# ---- block 1 ----
Figure 1. The metal 1 layer (block 1).
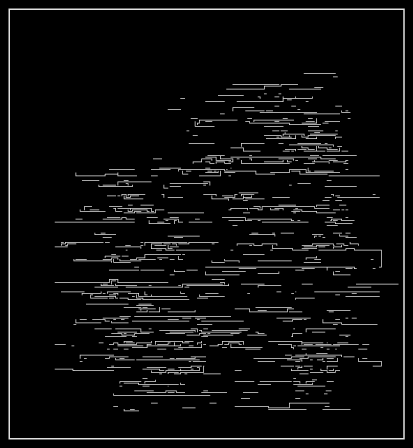
Figure 2. Met2 routing (block 1).
The bar under the picture is 20 um long.
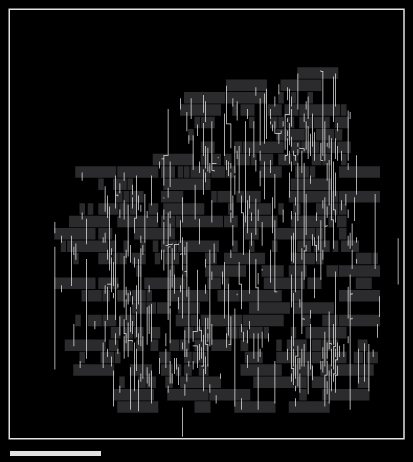
File: config.mk
export PLATFORM = sky130hd
export DESIGN_NAME = btn_step_gen_flat
export DESIGN_NICKNAME = d
export VERILOG_FILES = /design/src/rtl/btn_pkg.sv /design/src/rtl/btn_step_gen_if.sv /design/src/rtl/btn_debounce.sv /design/src/rtl/btn_step_gen.sv /design/src/flat_wrapper.sv
export SDC_FILE = /design/constraint.sdc
export NUM_CORES = 1
export LEC_CHECK = 0
export CORE_ASPECT_RATIO = 1.1
export CORE_MARGIN = 5
export CORE_UTILIZATION = 40
export CTS_BUF_LIST = sky130_fd_sc_hd__clkbuf_4 sky130_fd_sc_hd__clkbuf_8
export DETAILED_ROUTE_END_ITERATION = 10
export PLACE_DENSITY_LB_ADDON = 0.3
export SLEW_MARGIN = 20
export SYNTH_ARGS = -nofsm -noshare
export SYNTH_HDL_FRONTEND = slang
export SYNTH_SLANG_ARGS = --single-unit
File: constraint.sdc
create_clock -name CLK -period 3.7 [get_ports CLK]
set_clock_uncertainty 0.1 [all_clocks]
set_input_delay 0.74 -clock CLK [delete_from_list [all_inputs] [get_ports CLK]]
set_output_delay 0.74 -clock CLK [all_outputs]
set_load 0.1 [all_outputs]
File: src/rtl/btn_pkg.sv
`default_nettype none
//==============================================================================
// Module      : btn_pkg
// Description : Shared definitions for the button step generator: main FSM
//               state encoding, default timing constants and a counter-width
//               helper. The REPEAT state exists only when BTN_AUTOREPEAT_EN
//               is defined.
// Revision    : 1.0 - initial release
//==============================================================================
package btn_pkg;

    // Default timing, in CLK cycles
    localparam int c_DEB_CYCLES = 1000000;
    localparam int c_REP_DELAY  = 50000000;
    localparam int c_REP_PERIOD = 15000000;

`ifdef BTN_AUTOREPEAT_EN
    typedef enum logic [1:0] {
        IDLE    = 2'd0,
        DELAY   = 2'd1,
        REPEAT  = 2'd2,
        LOCKOUT = 2'd3
    } btn_state_t;
`else
    typedef enum logic [1:0] {
        IDLE    = 2'd0,
        DELAY   = 2'd1,
        LOCKOUT = 2'd3
    } btn_state_t;
`endif

    // Width of a counter that must reach n-1; never narrower than one bit
    function automatic int cnt_width(input int n);
        return (n > 1) ? $clog2(n) : 1;
    endfunction

endpackage
`default_nettype wire

File: src/rtl/btn_step_gen_if.sv
`default_nettype none
//==============================================================================
// Module      : btn_step_gen_if
// Description : Button / strobe bundle between the panel and the field
//               registers.
//               BTN_UP, BTN_DOWN : raw asynchronous buttons, active-high
//               EN               : edit-mode enable
//               UP, DOWN         : single-cycle step strobes
//               master : panel/field-register side; slave : generator side.
// Revision    : 1.0 - initial release
//==============================================================================
interface btn_step_gen_if;
    logic BTN_UP;
    logic BTN_DOWN;
    logic EN;
    logic UP;
    logic DOWN;

    modport master (
        output BTN_UP,
        output BTN_DOWN,
        output EN,
        input  UP,
        input  DOWN
    );

    modport slave (
        input  BTN_UP,
        input  BTN_DOWN,
        input  EN,
        output UP,
        output DOWN
    );
endinterface
`default_nettype wire

File: src/rtl/btn_debounce.sv
`default_nettype none
//==============================================================================
// Module      : btn_debounce
// Description : Two-flop synchronizer followed by a debouncer. The accepted
//               level follows the synchronized input only after it has
//               differed for DEB_CYCLES consecutive cycles; any return to the
//               accepted level restarts the count.
// Ports       : CLK      - clock, rising edge
//               RST      - asynchronous active-high reset
//               i_btn    - raw asynchronous button
//               o_level  - accepted (debounced) level
//               o_rise   - one-cycle pulse in the first cycle o_level is high
// Revision    : 1.0 - initial release
//==============================================================================
module btn_debounce
    import btn_pkg::*;
#(
    parameter int DEB_CYCLES = c_DEB_CYCLES
) (
    input  wire logic CLK,
    input  wire logic RST,
    input  wire logic i_btn,
    output logic      o_level,
    output logic      o_rise
);

    localparam int              c_CW      = cnt_width(DEB_CYCLES);
    localparam logic [c_CW-1:0] c_CNT_MAX = c_CW'(DEB_CYCLES - 1);

    logic            r_sync1;
    logic            r_sync2;
    logic            r_level;
    logic            r_rise;
    logic [c_CW-1:0] r_cnt;

    always_ff @(posedge CLK or posedge RST) begin
        if (RST) begin
            r_sync1 <= 1'b0;
            r_sync2 <= 1'b0;
            r_level <= 1'b0;
            r_rise  <= 1'b0;
            r_cnt   <= '0;
        end else begin
            r_sync1 <= i_btn;
            r_sync2 <= r_sync1;
            r_rise  <= 1'b0;
            if (r_sync2 == r_level) begin
                r_cnt <= '0;
            end else if (r_cnt == c_CNT_MAX) begin
                // DEB_CYCLES-th consecutive differing sample: accept it.
                // The counter never passes c_CNT_MAX, so it cannot wrap.
                r_level <= r_sync2;
                r_rise  <= r_sync2;
                r_cnt   <= '0;
            end else begin
                r_cnt <= r_cnt + 1'b1;
            end
        end
    end

    assign o_level = r_level;
    assign o_rise  = r_rise;

endmodule
`default_nettype wire

File: src/rtl/btn_step_gen.sv
`default_nettype none
//==============================================================================
// Module      : btn_step_gen
// Description : Converts two raw push-buttons into single-cycle UP / DOWN
//               step strobes for the field registers. Each button is
//               synchronized and debounced, then a four-state FSM
//               (IDLE, DELAY, REPEAT, LOCKOUT) issues one strobe per press
//               and, optionally, auto-repeat strobes while the button is held.
//               Pressing both buttons locks out all strobes until both are
//               released.
// Ports       : CLK    - clock, rising edge
//               RST    - asynchronous active-high reset
//               btn_if - slave side of btn_step_gen_if
//                        (BTN_UP, BTN_DOWN, EN in; UP, DOWN out)
// Config      : BTN_AUTOREPEAT_EN - when defined, a held button produces a
//               strobe REP_DELAY cycles after the first one and then every
//               REP_PERIOD cycles. When undefined, the REPEAT state and the
//               repeat counters are absent: one strobe per press.
// Revision    : 1.0 - initial release
//==============================================================================
module btn_step_gen
    import btn_pkg::*;
#(
    parameter int DEB_CYCLES = c_DEB_CYCLES,
    parameter int REP_DELAY  = c_REP_DELAY,
    parameter int REP_PERIOD = c_REP_PERIOD
) (
    input  wire logic       CLK,
    input  wire logic       RST,
    btn_step_gen_if.slave   btn_if
);

    // Reject timing values that would make a counter meaningless
    if (DEB_CYCLES < 1 || REP_DELAY < 1 || REP_PERIOD < 1) begin : g_bad_param
        $error("btn_step_gen: DEB_CYCLES, REP_DELAY and REP_PERIOD must be >= 1");
    end

    //--------------------------------------------------------------------------
    // Debounced button levels
    //--------------------------------------------------------------------------
    logic w_lvl_up;
    logic w_rise_up;
    logic w_lvl_dn;
    logic w_rise_dn;

    btn_debounce #(
        .DEB_CYCLES (DEB_CYCLES)
    ) u_deb_up (
        .CLK     (CLK),
        .RST     (RST),
        .i_btn   (btn_if.BTN_UP),
        .o_level (w_lvl_up),
        .o_rise  (w_rise_up)
    );

    btn_debounce #(
        .DEB_CYCLES (DEB_CYCLES)
    ) u_deb_dn (
        .CLK     (CLK),
        .RST     (RST),
        .i_btn   (btn_if.BTN_DOWN),
        .o_level (w_lvl_dn),
        .o_rise  (w_rise_dn)
    );

    //--------------------------------------------------------------------------
    // Main FSM
    //--------------------------------------------------------------------------
    btn_state_t r_state;
    btn_state_t w_state_nxt;
    logic       r_dir;          // button owning DELAY/REPEAT: 0 = up, 1 = down
    logic       w_dir_nxt;
    logic       r_up;
    logic       r_down;
    logic       w_up_nxt;
    logic       w_down_nxt;
    logic       w_active;       // owning button still accepted-high

    assign w_active = r_dir ? w_lvl_dn : w_lvl_up;

`ifdef BTN_AUTOREPEAT_EN
    localparam int              c_DW      = cnt_width(REP_DELAY);
    localparam int              c_PW      = cnt_width(REP_PERIOD);
    localparam logic [c_DW-1:0] c_DLY_MAX = c_DW'(REP_DELAY - 1);
    localparam logic [c_PW-1:0] c_PER_MAX = c_PW'(REP_PERIOD - 1);

    logic [c_DW-1:0] r_dly_cnt;
    logic [c_DW-1:0] w_dly_cnt_nxt;
    logic [c_PW-1:0] r_per_cnt;
    logic [c_PW-1:0] w_per_cnt_nxt;

    always_ff @(posedge CLK or posedge RST) begin
        if (RST) begin
            r_dly_cnt <= '0;
            r_per_cnt <= '0;
        end else begin
            r_dly_cnt <= w_dly_cnt_nxt;
            r_per_cnt <= w_per_cnt_nxt;
        end
    end
`endif

    always_ff @(posedge CLK or posedge RST) begin
        if (RST) begin
            r_state <= IDLE;
            r_dir   <= 1'b0;
            r_up    <= 1'b0;
            r_down  <= 1'b0;
        end else begin
            r_state <= w_state_nxt;
            r_dir   <= w_dir_nxt;
            r_up    <= w_up_nxt;
            r_down  <= w_down_nxt;
        end
    end

    always_comb begin
        w_state_nxt = r_state;
        w_dir_nxt   = r_dir;
        w_up_nxt    = 1'b0;
        w_down_nxt  = 1'b0;
`ifdef BTN_AUTOREPEAT_EN
        // Counters are cleared everywhere except while counting in their state
        w_dly_cnt_nxt = '0;
        w_per_cnt_nxt = '0;
`endif

        if (!btn_if.EN) begin
            // A button held while editing is disabled must be released and
            // pressed again before it can step, hence LOCKOUT.
            w_state_nxt = (w_lvl_up || w_lvl_dn) ? LOCKOUT : IDLE;
        end else if (w_lvl_up && w_lvl_dn) begin
            w_state_nxt = LOCKOUT;
        end else begin
            case (r_state)
                IDLE: begin
                    if (w_rise_up && !w_lvl_dn) begin
                        w_up_nxt    = 1'b1;
                        w_dir_nxt   = 1'b0;
                        w_state_nxt = DELAY;
                    end else if (w_rise_dn && !w_lvl_up) begin
                        w_down_nxt  = 1'b1;
                        w_dir_nxt   = 1'b1;
                        w_state_nxt = DELAY;
                    end
                end

                DELAY: begin
                    if (!w_active) begin
                        w_state_nxt = IDLE;
                    end
`ifdef BTN_AUTOREPEAT_EN
                    else if (r_dly_cnt == c_DLY_MAX) begin
                        w_up_nxt    = ~r_dir;
                        w_down_nxt  = r_dir;
                        w_state_nxt = REPEAT;
                    end else begin
                        w_dly_cnt_nxt = r_dly_cnt + 1'b1;
                    end
`endif
                end

`ifdef BTN_AUTOREPEAT_EN
                REPEAT: begin
                    if (!w_active) begin
                        w_state_nxt = IDLE;
                    end else if (r_per_cnt == c_PER_MAX) begin
                        w_up_nxt   = ~r_dir;
                        w_down_nxt = r_dir;
                    end else begin
                        w_per_cnt_nxt = r_per_cnt + 1'b1;
                    end
                end
`endif

                LOCKOUT: begin
                    if (!w_lvl_up && !w_lvl_dn) begin
                        w_state_nxt = IDLE;
                    end
                end

                default: begin
                    w_state_nxt = IDLE;
                end
            endcase
        end
    end

    // Strobes are registered; EN gates them so disabling edit mode
    // silences the outputs within the same cycle.
    assign btn_if.UP   = r_up   & btn_if.EN;
    assign btn_if.DOWN = r_down & btn_if.EN;

endmodule
`default_nettype wire

File: src/flat_wrapper.sv
// flat-port wrapper written by rule: the top's interface ports become plain ports
module btn_step_gen_flat import btn_pkg::*;
#(
    parameter int DEB_CYCLES = c_DEB_CYCLES,
    parameter int REP_DELAY  = c_REP_DELAY,
    parameter int REP_PERIOD = c_REP_PERIOD
)
  (CLK, RST, btn_if_BTN_UP, btn_if_BTN_DOWN, btn_if_EN, btn_if_UP, btn_if_DOWN);
  btn_step_gen_if btn_if_i ();
  input  wire logic CLK;
  input  wire logic RST;
  input wire logic [$bits(btn_if_i.BTN_UP)-1:0] btn_if_BTN_UP;
  input wire logic [$bits(btn_if_i.BTN_DOWN)-1:0] btn_if_BTN_DOWN;
  input wire logic [$bits(btn_if_i.EN)-1:0] btn_if_EN;
  output wire logic [$bits(btn_if_i.UP)-1:0] btn_if_UP;
  output wire logic [$bits(btn_if_i.DOWN)-1:0] btn_if_DOWN;
  assign btn_if_i.BTN_UP = btn_if_BTN_UP;
  assign btn_if_i.BTN_DOWN = btn_if_BTN_DOWN;
  assign btn_if_i.EN = btn_if_EN;
  assign btn_if_UP = btn_if_i.UP;
  assign btn_if_DOWN = btn_if_i.DOWN;
  btn_step_gen #(.DEB_CYCLES(DEB_CYCLES), .REP_DELAY(REP_DELAY), .REP_PERIOD(REP_PERIOD)) u_core (.CLK(CLK), .RST(RST), .btn_if(btn_if_i));
endmodule
==> flow_summary.toml <==
# physical design summary
[outcome]
status = "finished, final reports clean"

[global_routing]
grt.overflow.total = 0
grt_pass1_vias = 1787
grt_start_max_net_pins = 24

[floorplanning]
chipArea_mm2 = 0.00813
die_y_um = 94.1

[clock_tree]
cts_tree = "yes"
clk_pin_slew_ns = 0.10
post-cts-setup-buffer-count = 0

[route]
topRoutingLayerUsed = "met4"
wl_met3_um = 133
ant_nets = 0
drt_pre_antenna_iters = 4

[critical_path]
end_kind = "output pin"
critPathLaunchType = "input pin"
cp.required_ns = 2.86

[sta]
rsz0062_at_grt = "no"
layout_min_cycle_time_ns = 2.50
finalClockPeriodUsage = 0.677
hold_ws_ns = 0.253
tns_ns = 0

[synth]
netlist_logic_family_top = "simple AND/OR/NAND/NOR gates"
most_common_cell = "dfrtp_1"
synth-xor-area-share = 0.106
synth-edff-count = 0
yosysSeqAreaShare = 0.516
ys_sh_adder = 0.0195
synth.area.mux_share = 0.0166
top_cells_by_area = "dfrtp_1 52%, xnor2_1 7.5%, nor2_1 5.6%"

[final_layout]
drive_gt1_frac = 0.0954
layout.nonclk_buf_frac = 0.0275
flop-count = 53
finalInstanceArea_mm2 = 0.00283
fin_nets = 270

[min_path]
hp-class = "register to register"

[power_and_ir_drop]
ir_worst_vdd_uv = 182

[placed_design]
place_inst = 334
## Picture notes: Figure 1
longest straight run	32.7 um
main direction	horizontal
wire length on this layer	2160 um
share of all routed wire	50%

## Picture notes: Figure 2
wire length on this layer	1970 um
share of all routed wire	45%

==> report_power, final <==
| part | total [W] | leakage, nW | switching [W] | internal (W) |
|---|---|---|---|---|
| Clock | 0.000334 | 0.0487 | 0.000196 | 0.000138 |
| Combinational | 0.0000409 | 0.411 | 0.0000260 | 0.0000149 |
| Sequential | 0.000596 | 0.719 | 0.00000819 | 0.000588 |
==> placed cells by master (no fill, tap or decap), types with 2 or more instances in the layout <==
cell / netlist / routed
dfrtp_1: 53 / 53
nor2_1: 38 / 38
xnor2_1: 22 / 22
nand3_1: 14 / 14
inv_1: 13 / 12
nor4_1: 9 / 9
nand2_1: 9 / 9
nor3_1: 9 / 9
a21oi_1: 9 / 9
xor2_1: 9 / 9
and3_1: 8 / 8
nand4_1: 8 / 8
o21ai_0: 5 / 5
or3_1: 5 / 5
clkbuf_8: 0 / 5
buf_4: 1 / 5
nor4b_1: 4 / 4
ha_1: 4 / 4
clkdlybuf4s50_1: 0 / 4
nand4_2: 2 / 2
mux2i_1: 2 / 2
nand4b_1: 2 / 2
and2_1: 2 / 2
mux2_2: 2 / 2
clkinv_4: 0 / 2
==> critical path: cells and delay by family <==
family        cells  cell delay (ns)
simple gates      1             0.14
buf+inv           2             0.78

# ---- block 2 ----
Figure 3. The metal 1 layer (block 2).
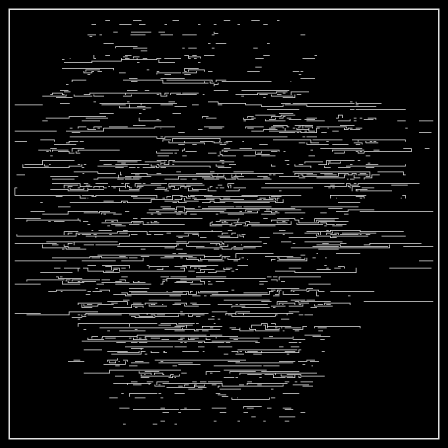
### src/rtl/me_pkg.sv
// Shared types and helpers for the motion-estimation minimum-SAD tracker.
package me_pkg;

    typedef enum logic [1:0] {
        IDLE,
        SEARCH,
        DONE
    } state_t;

    // Caller narrows the result to its own width.
    function automatic logic [31:0] sad_all_ones(input int unsigned width);
        if (width >= 32) begin
            return '1;
        end
        return (32'd1 << width) - 32'd1;
    endfunction

    function automatic logic [31:0] l1_dist(input logic [31:0] col, input logic [31:0] row,
                                            input logic [31:0] ccol, input logic [31:0] crow);
        logic [31:0] dc;
        logic [31:0] dr;
        dc = (col >= ccol) ? (col - ccol) : (ccol - col);
        dr = (row >= crow) ? (row - crow) : (crow - row);
        return dc + dr;
    endfunction

endpackage

### src/rtl/me_sad_compare.sv
// Combinational compare and tie-break: decides whether a candidate replaces
// the current best or only the second-best SAD.
module me_sad_compare
    import me_pkg::*;
#(
    parameter int SAD_W      = 14,
    parameter int COL_W      = 4,
    parameter int ROW_W      = 5,
    parameter int CENTER_COL = 8,
    parameter int CENTER_ROW = 8,
    parameter int TIE_MODE   = 0
) (
    input  logic [SAD_W-1:0] cand_sad_i,
    input  logic [COL_W-1:0] cand_col_i,
    input  logic [ROW_W-1:0] cand_row_i,
    input  logic [SAD_W-1:0] best_sad_i,
    input  logic [COL_W-1:0] best_col_i,
    input  logic [ROW_W-1:0] best_row_i,
    input  logic [SAD_W-1:0] second_sad_i,
    output logic             replace_best_o,
    output logic             replace_second_o
);

    localparam int DIST_W = ((COL_W > ROW_W) ? COL_W : ROW_W) + 1;

    logic [DIST_W-1:0] candDist;
    logic [DIST_W-1:0] bestDist;
    logic              tieWin;

    // Distances wrap at DIST_W bits, so both operands are narrowed identically.
    always_comb begin
        candDist = DIST_W'(l1_dist(32'(cand_col_i), 32'(cand_row_i),
                                   32'(CENTER_COL), 32'(CENTER_ROW)));
        bestDist = DIST_W'(l1_dist(32'(best_col_i), 32'(best_row_i),
                                   32'(CENTER_COL), 32'(CENTER_ROW)));
        tieWin           = (TIE_MODE == 1) && (cand_sad_i == best_sad_i) && (candDist < bestDist);
        replace_best_o   = (cand_sad_i < best_sad_i) || tieWin;
        replace_second_o = !replace_best_o && (cand_sad_i < second_sad_i);
    end

endmodule

### src/rtl/me_min_sad_tracker.sv
// Minimum-SAD tracker: keeps best and second-best SAD for one search block and
// hands the winning motion vector to the MV writer over a valid/ready handshake.
module me_min_sad_tracker
    import me_pkg::*;
#(
    parameter int SAD_W      = 14,
    parameter int COL_W      = 4,
    parameter int ROW_W      = 5,
    parameter int CENTER_COL = 8,
    parameter int CENTER_ROW = 8,
    parameter int TIE_MODE   = 0,
    parameter int CNT_W      = 10
) (
    input  logic             clk,
    input  logic             rst,
    input  logic             start,
    input  logic             in_valid,
    output logic             in_ready,
    input  logic [SAD_W-1:0] sad_in,
    input  logic [COL_W-1:0] col_in,
    input  logic [ROW_W-1:0] row_in,
    input  logic             last_in,
    output logic             out_valid,
    input  logic             out_ready,
    output logic [SAD_W-1:0] best_sad,
    output logic [SAD_W-1:0] second_sad,
    output logic [COL_W-1:0] best_col,
    output logic [ROW_W-1:0] best_row,
    output logic [COL_W:0]   mv_x,
    output logic [ROW_W:0]   mv_y,
    output logic             found,
    output logic [CNT_W-1:0] cand_count
);

    localparam logic [SAD_W-1:0] SAD_ONES = SAD_W'(sad_all_ones(SAD_W));
    localparam logic [CNT_W-1:0] CNT_MAX  = '1;

    state_t state_q, state_d;

    logic [SAD_W-1:0] bestSad_q, bestSad_d;
    logic [SAD_W-1:0] secondSad_q, secondSad_d;
    logic [COL_W-1:0] bestCol_q, bestCol_d;
    logic [ROW_W-1:0] bestRow_q, bestRow_d;
    logic             found_q, found_d;
    logic [CNT_W-1:0] candCount_q, candCount_d;

    logic             accept;
    logic             clearAcc;
    logic [SAD_W-1:0] baseBest;
    logic [SAD_W-1:0] baseSecond;
    logic [COL_W-1:0] baseCol;
    logic [ROW_W-1:0] baseRow;
    logic             baseFound;
    logic [CNT_W-1:0] baseCount;
    logic             replaceBest;
    logic             replaceSecond;

    always_ff @(posedge clk) begin
        if (rst) begin
            state_q <= IDLE;
        end else begin
            state_q <= state_d;
        end
    end

    always_comb begin
        state_d = state_q;
        case (state_q)
            IDLE: begin
                if (start) begin
                    state_d = (accept && last_in) ? DONE : SEARCH;
                end
            end
            SEARCH: begin
                if (accept && last_in) begin
                    state_d = DONE;
                end
            end
            DONE: begin
                if (out_ready) begin
                    state_d = IDLE;
                end
            end
            default: state_d = IDLE;
        endcase
    end

    always_comb begin
        in_ready  = (state_q != DONE);
        out_valid = (state_q == DONE);
    end

    // A start clears the accumulators, and a candidate in the same cycle is
    // judged against the cleared values so it opens the new block.
    always_comb begin
        accept     = in_valid && in_ready && ((state_q == SEARCH) || start);
        clearAcc   = start && (state_q != DONE);
        baseBest   = clearAcc ? SAD_ONES : bestSad_q;
        baseSecond = clearAcc ? SAD_ONES : secondSad_q;
        baseCol    = clearAcc ? '0 : bestCol_q;
        baseRow    = clearAcc ? '0 : bestRow_q;
        baseFound  = clearAcc ? 1'b0 : found_q;
        baseCount  = clearAcc ? '0 : candCount_q;
    end

    me_sad_compare #(
        .SAD_W      (SAD_W),
        .COL_W      (COL_W),
        .ROW_W      (ROW_W),
        .CENTER_COL (CENTER_COL),
        .CENTER_ROW (CENTER_ROW),
        .TIE_MODE   (TIE_MODE)
    ) u_compare (
        .cand_sad_i       (sad_in),
        .cand_col_i       (col_in),
        .cand_row_i       (row_in),
        .best_sad_i       (baseBest),
        .best_col_i       (baseCol),
        .best_row_i       (baseRow),
        .second_sad_i     (baseSecond),
        .replace_best_o   (replaceBest),
        .replace_second_o (replaceSecond)
    );

    // An all-ones candidate can still win a distance tie, but it never counts as found.
    always_comb begin
        bestSad_d   = baseBest;
        secondSad_d = baseSecond;
        bestCol_d   = baseCol;
        bestRow_d   = baseRow;
        found_d     = baseFound;
        candCount_d = baseCount;
        if (accept) begin
            if (replaceBest) begin
                secondSad_d = baseBest;
                bestSad_d   = sad_in;
                bestCol_d   = col_in;
                bestRow_d   = row_in;
                found_d     = baseFound || (sad_in != SAD_ONES);
            end else if (replaceSecond) begin
                secondSad_d = sad_in;
            end
            if (baseCount != CNT_MAX) begin
                candCount_d = baseCount + 1'b1;
            end
        end
    end

    always_ff @(posedge clk) begin
        if (rst) begin
            bestSad_q   <= SAD_ONES;
            secondSad_q <= SAD_ONES;
            bestCol_q   <= '0;
            bestRow_q   <= '0;
            found_q     <= 1'b0;
            candCount_q <= '0;
        end else begin
            bestSad_q   <= bestSad_d;
            secondSad_q <= secondSad_d;
            bestCol_q   <= bestCol_d;
            bestRow_q   <= bestRow_d;
            found_q     <= found_d;
            candCount_q <= candCount_d;
        end
    end

    always_comb begin
        best_sad   = bestSad_q;
        second_sad = secondSad_q;
        best_col   = bestCol_q;
        best_row   = bestRow_q;
        found      = found_q;
        cand_count = candCount_q;
        mv_x       = {1'b0, bestCol_q} - (COL_W + 1)'(CENTER_COL);
        mv_y       = {1'b0, bestRow_q} - (ROW_W + 1)'(CENTER_ROW);
    end

endmodule
### config.mk
export PLATFORM = sky130hd
export DESIGN_NAME = me_min_sad_tracker
export DESIGN_NICKNAME = d
export VERILOG_FILES = /design/src/rtl/me_pkg.sv /design/src/rtl/me_sad_compare.sv /design/src/rtl/me_min_sad_tracker.sv
export SDC_FILE = /design/constraint.sdc
export NUM_CORES = 1
export LEC_CHECK = 0
export CORE_UTILIZATION = 35
export DETAILED_ROUTE_END_ITERATION = 10
export GPL_TIMING_DRIVEN = 0
export HOLD_SLACK_MARGIN = 0.06
export PLACE_DENSITY = 0.71
export SLEW_MARGIN = 15
export SYNTH_ARGS = -nofsm -noshare
export SYNTH_HDL_FRONTEND = slang
export SYNTH_HIERARCHICAL = 1
export SYNTH_SLANG_ARGS = --single-unit
export TNS_END_PERCENT = 100
### constraint.sdc
create_clock -name clk -period 4.6 [get_ports clk]
set_input_delay 0.92 -clock clk [delete_from_list [all_inputs] [get_ports clk]]
set_output_delay 0.92 -clock clk [all_outputs]
set_load 0.01 [all_outputs]
==> flow_summary.toml <==
# physical design summary
[synth]
yosysCellCount = 430
yosysSeqAreaShare = 0.299
fp_nets = 487
synth_warnings = 6
syn_avg_cell_area_um2 = 7.79
yosysChipArea_mm2 = 0.00335
most_common_cell = "dfxtp_1"
syn_inst = 430
synth_flops = 50
synth-edff-count = 0

[clock_tree]
h-tree-depth = 2
clk_latency_ns = 0.32
cts_buffers = 5
cts_root_buf = "clkbuf_8"
cts_tree = "yes"
clockBufferDepth = 2
cts_resized = 0

[global_routing]
gr-usage-all-layers = 0.200
grtUsageMet2 = 0.353
top_usage_layer = "met2"
grt.overflow.total = 0
grt_pass1_wl_mm = 15.9

[power_and_ir_drop]
p_per_area_mw_per_mm2 = 216
seq_cell_power_w = 0.000462
pg_comb_w = 0.000244
p_clk_w = 0.000267
p_sw_frac = 0.309
seqPwrFrac = 0.475
internal-power_w = 0.000672
power_frac_clock = 0.275

[sta]
hold_ws_ns = 0.520
tightest_slew_ns = 0.570
setup_viol = 0
tns_ns = 0
final_hold_viol_count = 0

[floorplanning]
coreArea_mm2 = 0.00924
num_rows = 35
die_y_um = 99.8
tapCellCount = 129

[final_layout]
n_clock_buffer = 5
area_delta_synth_final_pct = 34.7
num-fill-cells = 917
clkCellAreaFrac = 0.0200
fin_nets = 585
seq_area_mm2 = 0.00100
final-comb-area_mm2 = 0.00202
comb.multi_input.count = 309
drive_gt1_frac = 0.0775

[critical_path]
path_cells = "clkdlybuf4s50_1, buf_4, nand2_2, buf_6, buf_2, nand2b_1, inv_1, ha_1, nand4_1, nor2_2, and3_1, a221oi_2, a2111oi_2, clkbuf_2, clkbuf_2, nor3b_1, o21ai_1, a21o_1"
r2r_slack_ns = 0.91
crit_family = "buffers and inverters"
r2r-start = "state_q[0]"
crit_arrival_ns = 4.54
slowest_delay_ns = 0.56

[min_path]
worstHoldEndpoint = "found"
hp-class = "register to register"

[route]
drt_pre_antenna_iters = 4
wl_met2_mm = 4.72

[placed_design]
place_congestion = 0.896
dp_slack_ns = -0.341
place_inst = 648

[outcome]
status = "finished, final reports clean"
## Picture notes: Figure 3
main direction	horizontal
longest straight run	28.5 um
wire length on this layer	4270 um
M1 GR Usage: 0.257
detailed-route via count: 3327
total wire length: 9.67 mm

-- how the worst max path moves through the flow --
stage | startpoint | end | slack (ns)
after floorplan | start | second_sad[11] | 0.94
after global placement | start | second_sad[5] | -0.31
after detailed placement | start | second_sad[11] | -0.34
after CTS | start | second_sad[9] | 0.04
after global routing | start | best_row[0] | 0.02
final | start | second_sad[11] | 0.28
-- cell usage in the layout, fill, tap and decap left out, types with 5 or more instances in the layout --
cell and count:
clkbuf_8 5, nand2_1 33, nand2b_1 39, and2_1 11, a21oi_1 31, buf_2 11, o21ai_1 13, clkdlybuf4s50_1 89
nor2_1 46, ha_1 28, nand4_1 8, nor3_1 5, inv_1 38, buf_4 11, dfxtp_1 50, o21bai_1 14
nor3b_1 20, a21o_1 11, clkbuf_1 8
-- sequential cells by signal, indices dropped and copies added, names as in the netlist --
register,flops
best_sad,14
found,1
best_row,5
state_q,2
second_sad,14
best_col,4
cand_count,10
-- kinds of logic after synthesis --
group           after synthesis  share of synthesized area
compound gates               93                      0.188
xor+xnor                      7                     0.0183
fa+ha+maj                    29                      0.108
buf+inv                      71                     0.0982
flops                        50                      0.299
mux                           1                    0.00299
simple gates                179                      0.286

# ---- block 3 ----
Figure 4. The metal 1 layer (block 3).
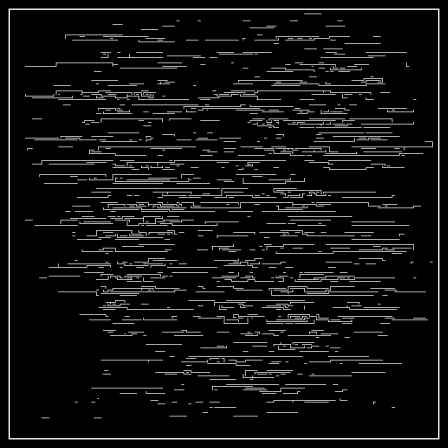
Figure 5. Met2 routing (block 3).
The bar under the picture is 20 um long.
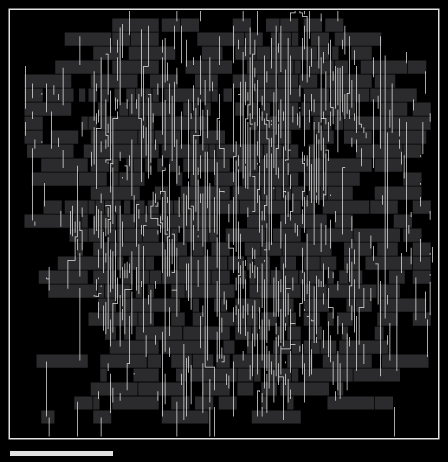
Figure 6. Signal wires on met3 (block 3).
The bar under the picture is 20 um long.
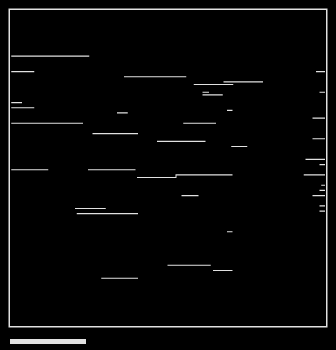
### src/rtl/vga_capture.sv
// vga_capture: samples a multi-bit VGA pixel stream, windows the active area,
// packs pixels into memory words and hands each word, with its {line, word}
// address, to the frame-buffer writer over a req/ack handshake.
//
// Handshake: wr_req rises the cycle after a word completes and holds, with
// d_out/a_out stable, until wr_ack is sampled high. A word that completes
// while a request is still pending is dropped and sets the sticky overflow flag.
module vga_capture #(
    parameter int PIX_BITS = 1,
    parameter int WORD_W   = 8,
    parameter int H_START  = 144,
    parameter int H_ACTIVE = 640,
    parameter int V_START  = 35,
    parameter int V_ACTIVE = 480,
    parameter bit HS_POL   = 1'b0,
    parameter bit VS_POL   = 1'b0,
    parameter int AH_W     = 7,
    parameter int AV_W     = 9,
    parameter int HC_W     = 11
) (
    input  logic                 clk,
    input  logic                 rst_n,
    input  logic                 hsync,
    input  logic                 vsync,
    input  logic [PIX_BITS-1:0]  video,
    input  logic                 enable,
    output logic                 wr_req,
    input  logic                 wr_ack,
    output logic [WORD_W-1:0]    d_out,
    output logic [AV_W+AH_W-1:0] a_out,
    output logic                 frame_start,
    output logic                 overflow,
    input  logic                 clr_ovf
);

    localparam int PPW      = WORD_W / PIX_BITS;
    localparam int PC_W     = (PPW > 1) ? $clog2(PPW) : 1;
    // vcnt is just wide enough that its saturated value lies outside the active lines
    localparam int VC_W     = $clog2(V_START + V_ACTIVE + 1);
    localparam bit HAS_PART = (H_ACTIVE % PPW) != 0;

    localparam logic [HC_W-1:0] H_LO    = HC_W'(H_START);
    localparam logic [HC_W-1:0] H_HI    = HC_W'(H_START + H_ACTIVE);
    localparam logic [VC_W-1:0] V_LO    = VC_W'(V_START);
    localparam logic [VC_W-1:0] V_HI    = VC_W'(V_START + V_ACTIVE);
    localparam logic [PC_W-1:0] PC_LAST = PC_W'(PPW - 1);

    generate
        if ((WORD_W % PIX_BITS) != 0) begin : g_bad_pix_bits
            $error("vga_capture: PIX_BITS must divide WORD_W");
        end
    endgenerate

    // sync chains hold active-high levels: [0]=s1, [1]=s2, [2]=s3 edge register
    logic [2:0]          r_hs_sync;
    logic [2:0]          r_vs_sync;
    logic [PIX_BITS-1:0] r_vid_d1;
    logic [PIX_BITS-1:0] r_vid_d2;
    logic [HC_W-1:0]     r_hcnt;
    logic [VC_W-1:0]     r_vcnt;
    logic                r_cap_en;
    logic                r_frame_start;
    logic [WORD_W-1:0]   r_shifter;
    logic [PC_W-1:0]     r_pcnt;
    logic [AH_W-1:0]     r_hword;
    logic                r_wr_req;
    logic [WORD_W-1:0]   r_d_out;
    logic [AV_W+AH_W-1:0] r_a_out;
    logic                r_overflow;

    logic                w_hs_edge;
    logic                w_vs_edge;
    logic                w_line_act;
    logic                w_pix_act;
    logic                w_full;
    logic                w_part;
    logic                w_complete;
    logic                w_slot_free;
    logic [VC_W-1:0]     w_vline;
    logic [WORD_W-1:0]   w_shifted;
    logic [WORD_W-1:0]   w_pad_word;
    logic [WORD_W-1:0]   w_word;

    assign w_hs_edge   = r_hs_sync[1] & ~r_hs_sync[2];
    assign w_vs_edge   = r_vs_sync[1] & ~r_vs_sync[2];
    assign w_line_act  = r_cap_en && (r_vcnt >= V_LO) && (r_vcnt < V_HI);
    assign w_pix_act   = w_line_act && !w_hs_edge && (r_hcnt >= H_LO) && (r_hcnt < H_HI);
    assign w_full      = w_pix_act && (r_pcnt == PC_LAST);
    // a line ending mid-word flushes the leftover pixels one clock after the last active pixel
    assign w_part      = HAS_PART && w_line_act && !w_hs_edge && (r_hcnt == H_HI) && (r_pcnt != '0);
    assign w_complete  = w_full | w_part;
    assign w_slot_free = !r_wr_req || wr_ack;
    assign w_vline     = r_vcnt - V_LO;
    assign w_shifted   = WORD_W'({r_shifter, r_vid_d2});
    // push the collected pixels up to the MSBs, leaving the empty slots as zeros
    assign w_pad_word  = r_shifter << (PIX_BITS * (PPW - int'(r_pcnt)));
    assign w_word      = w_full ? w_shifted : w_pad_word;

    // input synchronisers with polarity normalisation, video delayed to match s2
    always_ff @(posedge clk or negedge rst_n) begin
        if (!rst_n) begin
            r_hs_sync <= '0;
            r_vs_sync <= '0;
            r_vid_d1  <= '0;
            r_vid_d2  <= '0;
        end else begin
            r_hs_sync <= {r_hs_sync[1:0], hsync == HS_POL};
            r_vs_sync <= {r_vs_sync[1:0], vsync == VS_POL};
            r_vid_d1  <= video;
            r_vid_d2  <= r_vid_d1;
        end
    end

    // saturating raster counters, frame-start pulse and per-frame capture enable
    always_ff @(posedge clk or negedge rst_n) begin
        if (!rst_n) begin
            r_hcnt        <= '1;
            r_vcnt        <= '1;
            r_cap_en      <= 1'b0;
            r_frame_start <= 1'b0;
        end else begin
            r_frame_start <= w_vs_edge;
            if (w_hs_edge) begin
                r_hcnt <= '0;
            end else if (r_hcnt != '1) begin
                r_hcnt <= r_hcnt + 1'b1;
            end
            if (w_vs_edge) begin
                r_vcnt   <= '0;
                r_cap_en <= enable;
            end else if (w_hs_edge && (r_vcnt != '1)) begin
                r_vcnt <= r_vcnt + 1'b1;
            end
        end
    end

    // pixel packing: first pixel of a word ends up in the MSBs
    always_ff @(posedge clk or negedge rst_n) begin
        if (!rst_n) begin
            r_shifter <= '0;
            r_pcnt    <= '0;
            r_hword   <= '0;
        end else if (w_hs_edge) begin
            r_shifter <= '0;
            r_pcnt    <= '0;
            r_hword   <= '0;
        end else begin
            if (w_pix_act) begin
                r_shifter <= w_shifted;
            end
            if (w_complete) begin
                r_pcnt  <= '0;
                r_hword <= r_hword + 1'b1;
            end else if (w_pix_act) begin
                r_pcnt <= r_pcnt + 1'b1;
            end
        end
    end

    // writer handshake and sticky overflow (a new drop wins over clr_ovf)
    always_ff @(posedge clk or negedge rst_n) begin
        if (!rst_n) begin
            r_wr_req   <= 1'b0;
            r_d_out    <= '0;
            r_a_out    <= '0;
            r_overflow <= 1'b0;
        end else begin
            if (w_complete && w_slot_free) begin
                r_wr_req <= 1'b1;
                r_d_out  <= w_word;
                r_a_out  <= {AV_W'(w_vline), r_hword};
            end else if (r_wr_req && wr_ack) begin
                r_wr_req <= 1'b0;
            end
            if (w_complete && !w_slot_free) begin
                r_overflow <= 1'b1;
            end else if (clr_ovf) begin
                r_overflow <= 1'b0;
            end
        end
    end

    assign wr_req      = r_wr_req;
    assign d_out       = r_d_out;
    assign a_out       = r_a_out;
    assign frame_start = r_frame_start;
    assign overflow    = r_overflow;

endmodule

### config.mk
export PLATFORM = sky130hd
export DESIGN_NAME = vga_capture
export DESIGN_NICKNAME = d
export VERILOG_FILES = /design/src/rtl/vga_capture.sv
export SDC_FILE = /design/constraint.sdc
export NUM_CORES = 1
export LEC_CHECK = 0
export CORE_UTILIZATION = 51
export CTS_CLUSTER_SIZE = 16
export DETAILED_ROUTE_END_ITERATION = 10
export GPL_TIMING_DRIVEN = 0
export PLACE_DENSITY = 0.76
export SETUP_SLACK_MARGIN = 0.02
export SKIP_CTS_REPAIR_TIMING = 1
export SYNTH_ARGS = -nofsm -noshare
export SYNTH_HDL_FRONTEND = slang
export SYNTH_SLANG_ARGS = --single-unit
### constraint.sdc
create_clock -name clk -period 2.2 [get_ports clk]
set_input_delay 0.44 -clock clk [delete_from_list [all_inputs] [get_ports clk]]
set_output_delay 0.44 -clock clk [all_outputs]
set_load 0.05 [all_outputs]
==> flow_summary.toml <==
# physical design summary
[outcome]
status = "complete, but fails checks"
violations = "setup timing"

[final_layout]
signal_buffers = 61
area_delta_synth_final_pct = 28.8
n_clock_buffer = 9
drive_gt1_frac = 0.266
seq_area_mm2 = 0.00188
diodes = 0
flop-count = 74
fin_nets = 374
seq_share = 0.434
comb.multi_input.count = 201
inverters_excl_clock = 12
num-fill-cells = 459
final-comb-area_mm2 = 0.00152

[floorplanning]
die_y_um = 83.2
die_w_um = 83.2
num_io_pins = 35
chipArea_mm2 = 0.00692
initial_core_util = 0.529
num_rows = 29

[min_path]
hp-class = "input pin to asynchronous set/reset pin"

[critical_path]
reg2reg_depth = 7
crit_arrival_ns = 2.64
critPathMaxFanout = 6
critPathKind = "register to register"
slowest_stage = "or4_4"
cp_num_buf_inv = 2
r2r-start = "r_hcnt[5]"

[global_routing]
grt_start_max_net_pins = 75
grtUsageMet2 = 0.308
gr-usage-all-layers = 0.191
grt_pass1_vias = 2291

[sta]
fin_ws_ns = -0.205
maxSlewHeadroom = 0.469
setup_viol = 26
layout_min_cycle_time_ns = 2.41
clock.fmax_mhz = 416

[synth]
ys_sh_simple = 0.154
ys_sh_adder = 0.0261
synth-async-reset-ratio = 1.00
common_cells = "53 x dfrtp_1, 30 x nand2_1, 24 x mux2_2, 24 x nor2_1, 21 x dfstp_2"
synth-edff-count = 0
synth_flops = 74
most_common_cell = "dfrtp_1"
yosys.area_share.aoi = 0.0804
top_cells_by_area = "dfrtp_1 39%, dfstp_2 16%, mux2_2 8.0%"
top_cell_area_share = 0.394
syn_avg_cell_area_um2 = 11.2

[flow_run]
warning_count = 31
maxCapViolations = 0

[route]
post-route-drc-count = 0
wl_met1_mm = 3.08
topRoutingLayerUsed = "met4"

[power_and_ir_drop]
p_per_area_mw_per_mm2 = 661
switchingPower_w = 0.000697
power_frac_clock = 0.405

[clock_tree]
h-tree-depth = 3
cts.sinks = 74
clockBufferDepth = 2
clk_pin_slew_ns = 0.08
clk_latency_ns = 0.36
cts_buffers = 9
## Picture notes: Figure 4
nets with wire on the layer	334
longest straight run	23.9 um
main direction	horizontal
wire length on this layer	3080 um
share of all routed wire	46%
total wire length: 6.76 mm
M1 GR Usage: 0.248

## Picture notes: Figure 5
nets with wire on the layer	324
longest straight run	51.0 um

## Picture notes: Figure 6
wire length on this layer	265 um
main direction	horizontal
share of all routed wire	3.9%
longest straight run	20.2 um
met3 Use GR: 0.0417
detailed-route via count: 2454

==> layout by cell type (no fill, tap or decap), drive strengths merged, types with 2 or more instances in the layout <==
cell type,count
xor2,11
nor2b,3
dfrtp,53
nor2,25
a2111oi,2
nand3,15
nor4,4
nor3,9
clkinvlp,2
inv,11
ha,7
or3,2
clkdlybuf4s50,33
xnor2,10
bufinv,2
o21ai,11
mux2i,5
clkinv,4
dfstp,21
a21oi,11
mux2,24
and3,2
buf,22
o31ai,4
or4,2
clkbuf,15
nand4,4
nand2b,6
nand2,30
==> per-stage QoR <==
step / TNS, ns / std cells / hold WS [ns]
3_3_place_gp: -120.41 / 412 / 0.333
2_1_floorplan: 0 / 301 / 0.144
4_1_cts: -7.46 / 429 / 0.105
6_report: -3.83 / 441 / 0.0903
3_5_place_dp: -6.25 / 413 / 0.341
5_1_grt: -5.55 / 441 / 0.123
==> sequential cells by signal (all words and copies together), names as in the netlist, 3 cells and up <==
| register | flops |
|---|---|
| r_hs_sync | 3 |
| r_hcnt | 11 |
| r_hword | 7 |
| d_out | 8 |
| r_pcnt | 3 |
| r_vs_sync | 3 |
| r_vcnt | 10 |
| r_shifter | 7 |
| a_out | 16 |

# ---- block 4 ----
### src/rtl/cci_mpf_prim_pkg.sv
// Shared types for the LUTRAM primitive helpers.
// Holds the stream-read engine state encoding and its buffer sizing rule.
package cci_mpf_prim_pkg;

  typedef enum logic [1:0] {
    IDLE  = 2'd0,
    ISSUE = 2'd1,
    DRAIN = 2'd2
  } t_lutram_stream_rd_state;

  // Enough slots for every read that can be in the memory pipe plus one
  // beat waiting at the consumer and one arriving behind it.
  function automatic int lutram_stream_rd_buf_depth(input int rd_latency);
    return rd_latency + 2;
  endfunction

endpackage

### src/rtl/cci_mpf_prim_lutram_stream_rd_buf.sv
// Register FIFO of {last, data} beats for the stream-read engine; zero-latency head.
// Push/pop in the same cycle are allowed; the caller's credit scheme keeps it from overflowing.
module cci_mpf_prim_lutram_stream_rd_buf #(
  parameter int DEPTH = 2,
  parameter int WIDTH = 65,
  localparam int CW = $clog2(DEPTH + 1)
) (
  input  logic             clk,
  input  logic             reset,
  input  logic             push,
  input  logic [WIDTH-1:0] push_data,
  input  logic             pop,
  output logic [WIDTH-1:0] head,
  output logic [CW-1:0]    count,
  output logic             empty
);
  localparam int PW = (DEPTH > 1) ? $clog2(DEPTH) : 1;

  logic [WIDTH-1:0] store [DEPTH];
  logic [PW-1:0]    wr_ptr;
  logic [PW-1:0]    rd_ptr;
  logic             full;
  logic             do_pop;

  function automatic logic [PW-1:0] next_ptr(input logic [PW-1:0] p);
    return (p == PW'(DEPTH - 1)) ? '0 : p + PW'(1);
  endfunction

  assign empty  = (count == '0);
  assign full   = (count == CW'(DEPTH));
  assign head   = store[rd_ptr];
  assign do_pop = pop && !empty;

  always_ff @(posedge clk or negedge reset) begin
    if (!reset) begin
      wr_ptr <= '0;
      rd_ptr <= '0;
      count  <= '0;
      for (int i = 0; i < DEPTH; i++) store[i] <= '0;
    end else begin
      if (push) begin
        store[wr_ptr] <= push_data;
        wr_ptr        <= next_ptr(wr_ptr);
      end
      if (do_pop) rd_ptr <= next_ptr(rd_ptr);
      case ({push, do_pop})
        2'b10:   count <= count + CW'(1);
        2'b01:   count <= count - CW'(1);
        default: count <= count;
      endcase
    end
  end

  a_no_overflow: assert property (@(posedge clk) disable iff (!reset) !(push && full));

endmodule

### src/rtl/cci_mpf_prim_lutram_stream_rd.sv
// Streams LUTRAM entries base..base+len-1 (wrapping) out as a valid/ready beat stream with last.
// Latency: first beat 2+RD_LATENCY cycles after accept; option CCI_MPF_PRIM_LUTRAM_STREAM_RD_CLEAR_EN clears entries as read.
// Backpressure: reads issue only against buffer credit, so a stalled consumer never loses data.
module cci_mpf_prim_lutram_stream_rd
  import cci_mpf_prim_pkg::*;
#(
  parameter int N_ENTRIES = 32,
  parameter int N_DATA_BITS = 64,
  parameter int RD_LATENCY = 0,
  parameter logic [N_DATA_BITS-1:0] CLEAR_VALUE = N_DATA_BITS'(0)
) (
  input  logic                         clk,
  input  logic                         reset,
  input  logic                         cmd_valid,
  output logic                         cmd_rdy,
  input  logic [$clog2(N_ENTRIES)-1:0] cmd_base,
  input  logic [$clog2(N_ENTRIES):0]   cmd_len,
  output logic [$clog2(N_ENTRIES)-1:0] mem_raddr,
  input  logic [N_DATA_BITS-1:0]       mem_rdata,
  output logic [$clog2(N_ENTRIES)-1:0] mem_waddr,
  output logic                         mem_wen,
  output logic [N_DATA_BITS-1:0]       mem_wdata,
  output logic                         out_valid,
  output logic [N_DATA_BITS-1:0]       out_data,
  output logic                         out_last,
  input  logic                         out_ready,
  output logic                         busy
);
  localparam int AW        = $clog2(N_ENTRIES);
  localparam int LW        = AW + 1;
  localparam int BUF_DEPTH = lutram_stream_rd_buf_depth(RD_LATENCY);
  localparam int CW        = $clog2(BUF_DEPTH + 1);

  typedef logic [AW-1:0]          t_addr;
  typedef logic [N_DATA_BITS-1:0] t_data;
  typedef struct packed {
    logic  last;
    t_data data;
  } t_beat;

  t_lutram_stream_rd_state state;
  t_addr                   rd_addr;
  logic [LW-1:0]           remaining;

  logic          issue;
  logic          issue_last;
  logic          push;
  logic          push_last;
  logic          pop;
  logic          drain_done;
  logic [CW-1:0] buf_count;
  logic [CW-1:0] in_flight;
  logic [CW:0]   credit_used;
  logic          buf_empty;
  t_beat         head;

  assign credit_used = {1'b0, buf_count} + {1'b0, in_flight};
  assign issue       = (state == ISSUE) && (credit_used < (CW + 1)'(BUF_DEPTH));
  assign issue_last  = issue && (remaining == LW'(1));
  assign pop         = out_valid && out_ready;

  // Done once nothing is in the memory pipe and the final beat leaves this cycle.
  assign drain_done = (in_flight == '0) && !push &&
                      ((buf_count == '0) || ((buf_count == CW'(1)) && pop));

  always_ff @(posedge clk or negedge reset) begin
    if (!reset) begin
      state     <= IDLE;
      rd_addr   <= '0;
      remaining <= '0;
    end else begin
      case (state)
        IDLE: begin
          if (cmd_valid) begin
            rd_addr   <= cmd_base;
            remaining <= cmd_len;
            if (cmd_len != '0) state <= ISSUE;
          end
        end
        ISSUE: begin
          if (issue) begin
            rd_addr   <= rd_addr + t_addr'(1);
            remaining <= remaining - LW'(1);
            if (issue_last) state <= DRAIN;
          end
        end
        DRAIN: begin
          if (drain_done) state <= IDLE;
        end
        default: state <= IDLE;
      endcase
    end
  end

  generate
    if (RD_LATENCY == 0) begin : g_comb_rd
      assign push      = issue;
      assign push_last = issue_last;
      assign in_flight = '0;
    end else begin : g_pipe_rd
      logic [RD_LATENCY-1:0] sr_vld;
      logic [RD_LATENCY-1:0] sr_last;

      always_ff @(posedge clk or negedge reset) begin
        if (!reset) begin
          sr_vld  <= '0;
          sr_last <= '0;
        end else begin
          sr_vld[0]  <= issue;
          sr_last[0] <= issue_last;
          for (int i = 1; i < RD_LATENCY; i++) begin
            sr_vld[i]  <= sr_vld[i-1];
            sr_last[i] <= sr_last[i-1];
          end
        end
      end

      assign push      = sr_vld[RD_LATENCY-1];
      assign push_last = sr_last[RD_LATENCY-1];
      assign in_flight = CW'($countones(sr_vld));
    end
  endgenerate

  cci_mpf_prim_lutram_stream_rd_buf #(
    .DEPTH (BUF_DEPTH),
    .WIDTH ($bits(t_beat))
  ) u_buf (
    .clk       (clk),
    .reset     (reset),
    .push      (push),
    .push_data ({push_last, mem_rdata}),
    .pop       (pop),
    .head      (head),
    .count     (buf_count),
    .empty     (buf_empty)
  );

  assign out_valid = !buf_empty;
  assign out_data  = head.data;
  assign out_last  = head.last;
  assign mem_raddr = rd_addr;
  assign cmd_rdy   = (state == IDLE);
  assign busy      = (state != IDLE);

`ifdef CCI_MPF_PRIM_LUTRAM_STREAM_RD_CLEAR_EN
  assign mem_wen = issue;
`else
  assign mem_wen = 1'b0;
`endif
  // Write address/data are zero whenever no write is being made.
  assign mem_waddr = mem_wen ? rd_addr : '0;
  assign mem_wdata = CLEAR_VALUE & {N_DATA_BITS{mem_wen}};

  a_cmd_len: assert property (@(posedge clk) disable iff (!reset)
                              (cmd_valid && cmd_rdy) |-> (cmd_len <= LW'(N_ENTRIES)));

endmodule

### config.mk
export PLATFORM = sky130hd
export DESIGN_NAME = cci_mpf_prim_lutram_stream_rd
export DESIGN_NICKNAME = d
export VERILOG_FILES = /design/src/rtl/cci_mpf_prim_pkg.sv /design/src/rtl/cci_mpf_prim_lutram_stream_rd_buf.sv /design/src/rtl/cci_mpf_prim_lutram_stream_rd.sv
export SDC_FILE = /design/constraint.sdc
export NUM_CORES = 1
export LEC_CHECK = 0
export CORE_MARGIN = 5
export CORE_UTILIZATION = 43
export DETAILED_ROUTE_END_ITERATION = 10
export PLACE_DENSITY = 0.81
export RECOVER_POWER = 50
export SLEW_MARGIN = 10
export SYNTH_ARGS = -nofsm -noshare
export SYNTH_HDL_FRONTEND = slang
export SYNTH_SLANG_ARGS = --single-unit
### constraint.sdc
create_clock -name clk -period 1.72 [get_ports clk]
set_input_delay 0.258 -clock clk [delete_from_list [all_inputs] [get_ports clk]]
set_output_delay 0.258 -clock clk [all_outputs]
set_load 0.01 [all_outputs]
Figure 7. The metal 1 layer (block 4).
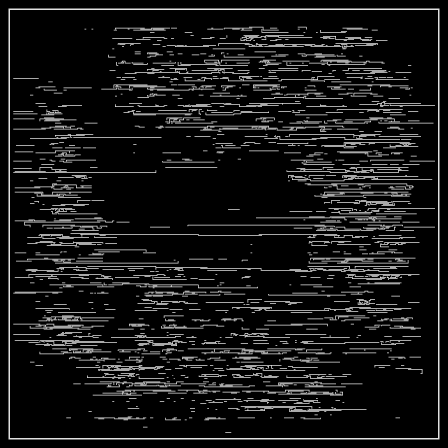
main direction	horizontal
longest straight run	46.9 um
share of all routed wire	42%
nets with wire on the layer	795
total wire length: 18.0 mm
M1 GR Usage: 0.224
detailed-route via count: 5162

==> cells by family after synthesis <==
logic type,after synthesis,share of synthesized area
AOI/OAI and AO/OA,36,0.0281
xor gates and xnor gates,3,0.00355
adders and majority gates,6,0.0102
buffers and inverters,109,0.107
DFF,147,0.497
muxes,131,0.224
other,1,0.000507
and+or+nand+nor,237,0.129
==> sequential cells by signal, indices dropped and copies added, names as in the netlist <==
name / count
mem_raddr: 5
u_buf.count: 2
remaining: 6
state: 2
u_buf.rd_ptr: 1
u_buf.wr_ptr: 1
u_buf.store: 130
==> power by group through the flow <==
stage,registers [W],logic [W],clock network [W]
floorplan,0.00599,0.00729,0
global placement,0.00626,0.0110,0
detailed placement,0.00632,0.0112,0
CTS,0.00633,0.0128,0.00375
global route,0.00658,0.0139,0.00388
finish,0.00639,0.0130,0.00367
==> per-layer routing <==
metal	track usage	vias to the layer above	part of all wire
li1	-	2400	-
met1	0.224	2588	0.42
met2	0.305	161	0.51
met3	0.0444	13	0.057
met4	0.0459	0	0.0094
met5	0	-	0
==> flow_summary.toml <==
# physical design summary
[outcome]
status = "complete, but fails checks"
violations = "setup timing"

[min_path]
hp-class = "input pin to register"
worstHoldStart = "mem_rdata[3]"
hold_depth = 3

[sta]
finClkSkew_ns = 0.00644
hold_ws_ns = 0.390
clock.fmax_mhz = 530
maxSlewHeadroom = 0.309
setup_viol = 65
fin_ws_ns = -0.165

[clock_tree]
clockBufferDepth = 2
clk_pin_slew_ns = 0.06
postCtsHoldBufs = 1
cts_root_buf = "clkbuf_16"

[synth]
synth_warnings = 0
syn_inst = 670
top_cell_area_share = 0.497
ys_types = 41
synth_flops = 147

[critical_path]
cp-startpoint = "u_buf.rd_ptr"

[power_and_ir_drop]
p_comb_frac = 0.563
leakagePower_nw = 5.01
p_total_w = 0.0230
seqPwrFrac = 0.277

[floorplanning]
die_y_um = 141
coreArea_mm2 = 0.0171
chipArea_mm2 = 0.0199

[global_routing]
grt_antenna_before_repair = 0
grt.overflow.total = 0
grt_pass1_vias = 5468

[final_layout]
drive_gt1_frac = 0.317
diodes = 0
comb.multi_input.count = 483
layout_top_cells = "207 x nand2_1, 144 x dfrtp_1, 108 x mux2_4, 81 x clkdlybuf4s50_1"

[placed_design]
dp_slack_ns = -0.0393

[flow_run]
warning_count = 30

[route]
drt_pre_antenna_iters = 4
post-route-drc-count = 0


## Gallery

Signal wires on met3.
(a)
The bar under the picture is 20 um long.
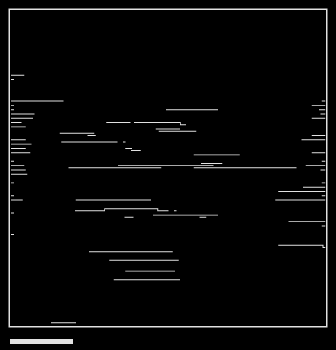
(b)
The bar under the picture is 50 um long.
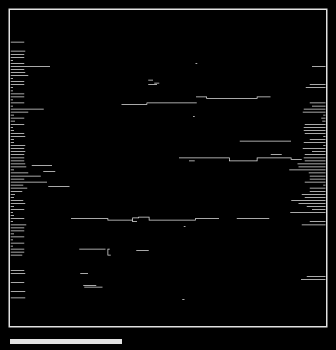
(c)
The bar under the picture is 20 um long.
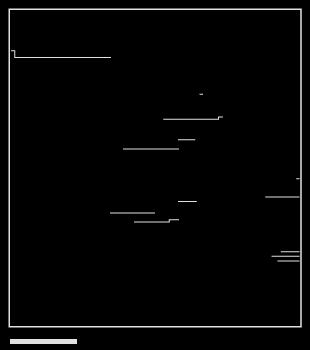
block 2: (a)
block 1: (c)
block 4: (b)
- smallest die: (c)

Power is estimated from default activity; no workload was simulated.
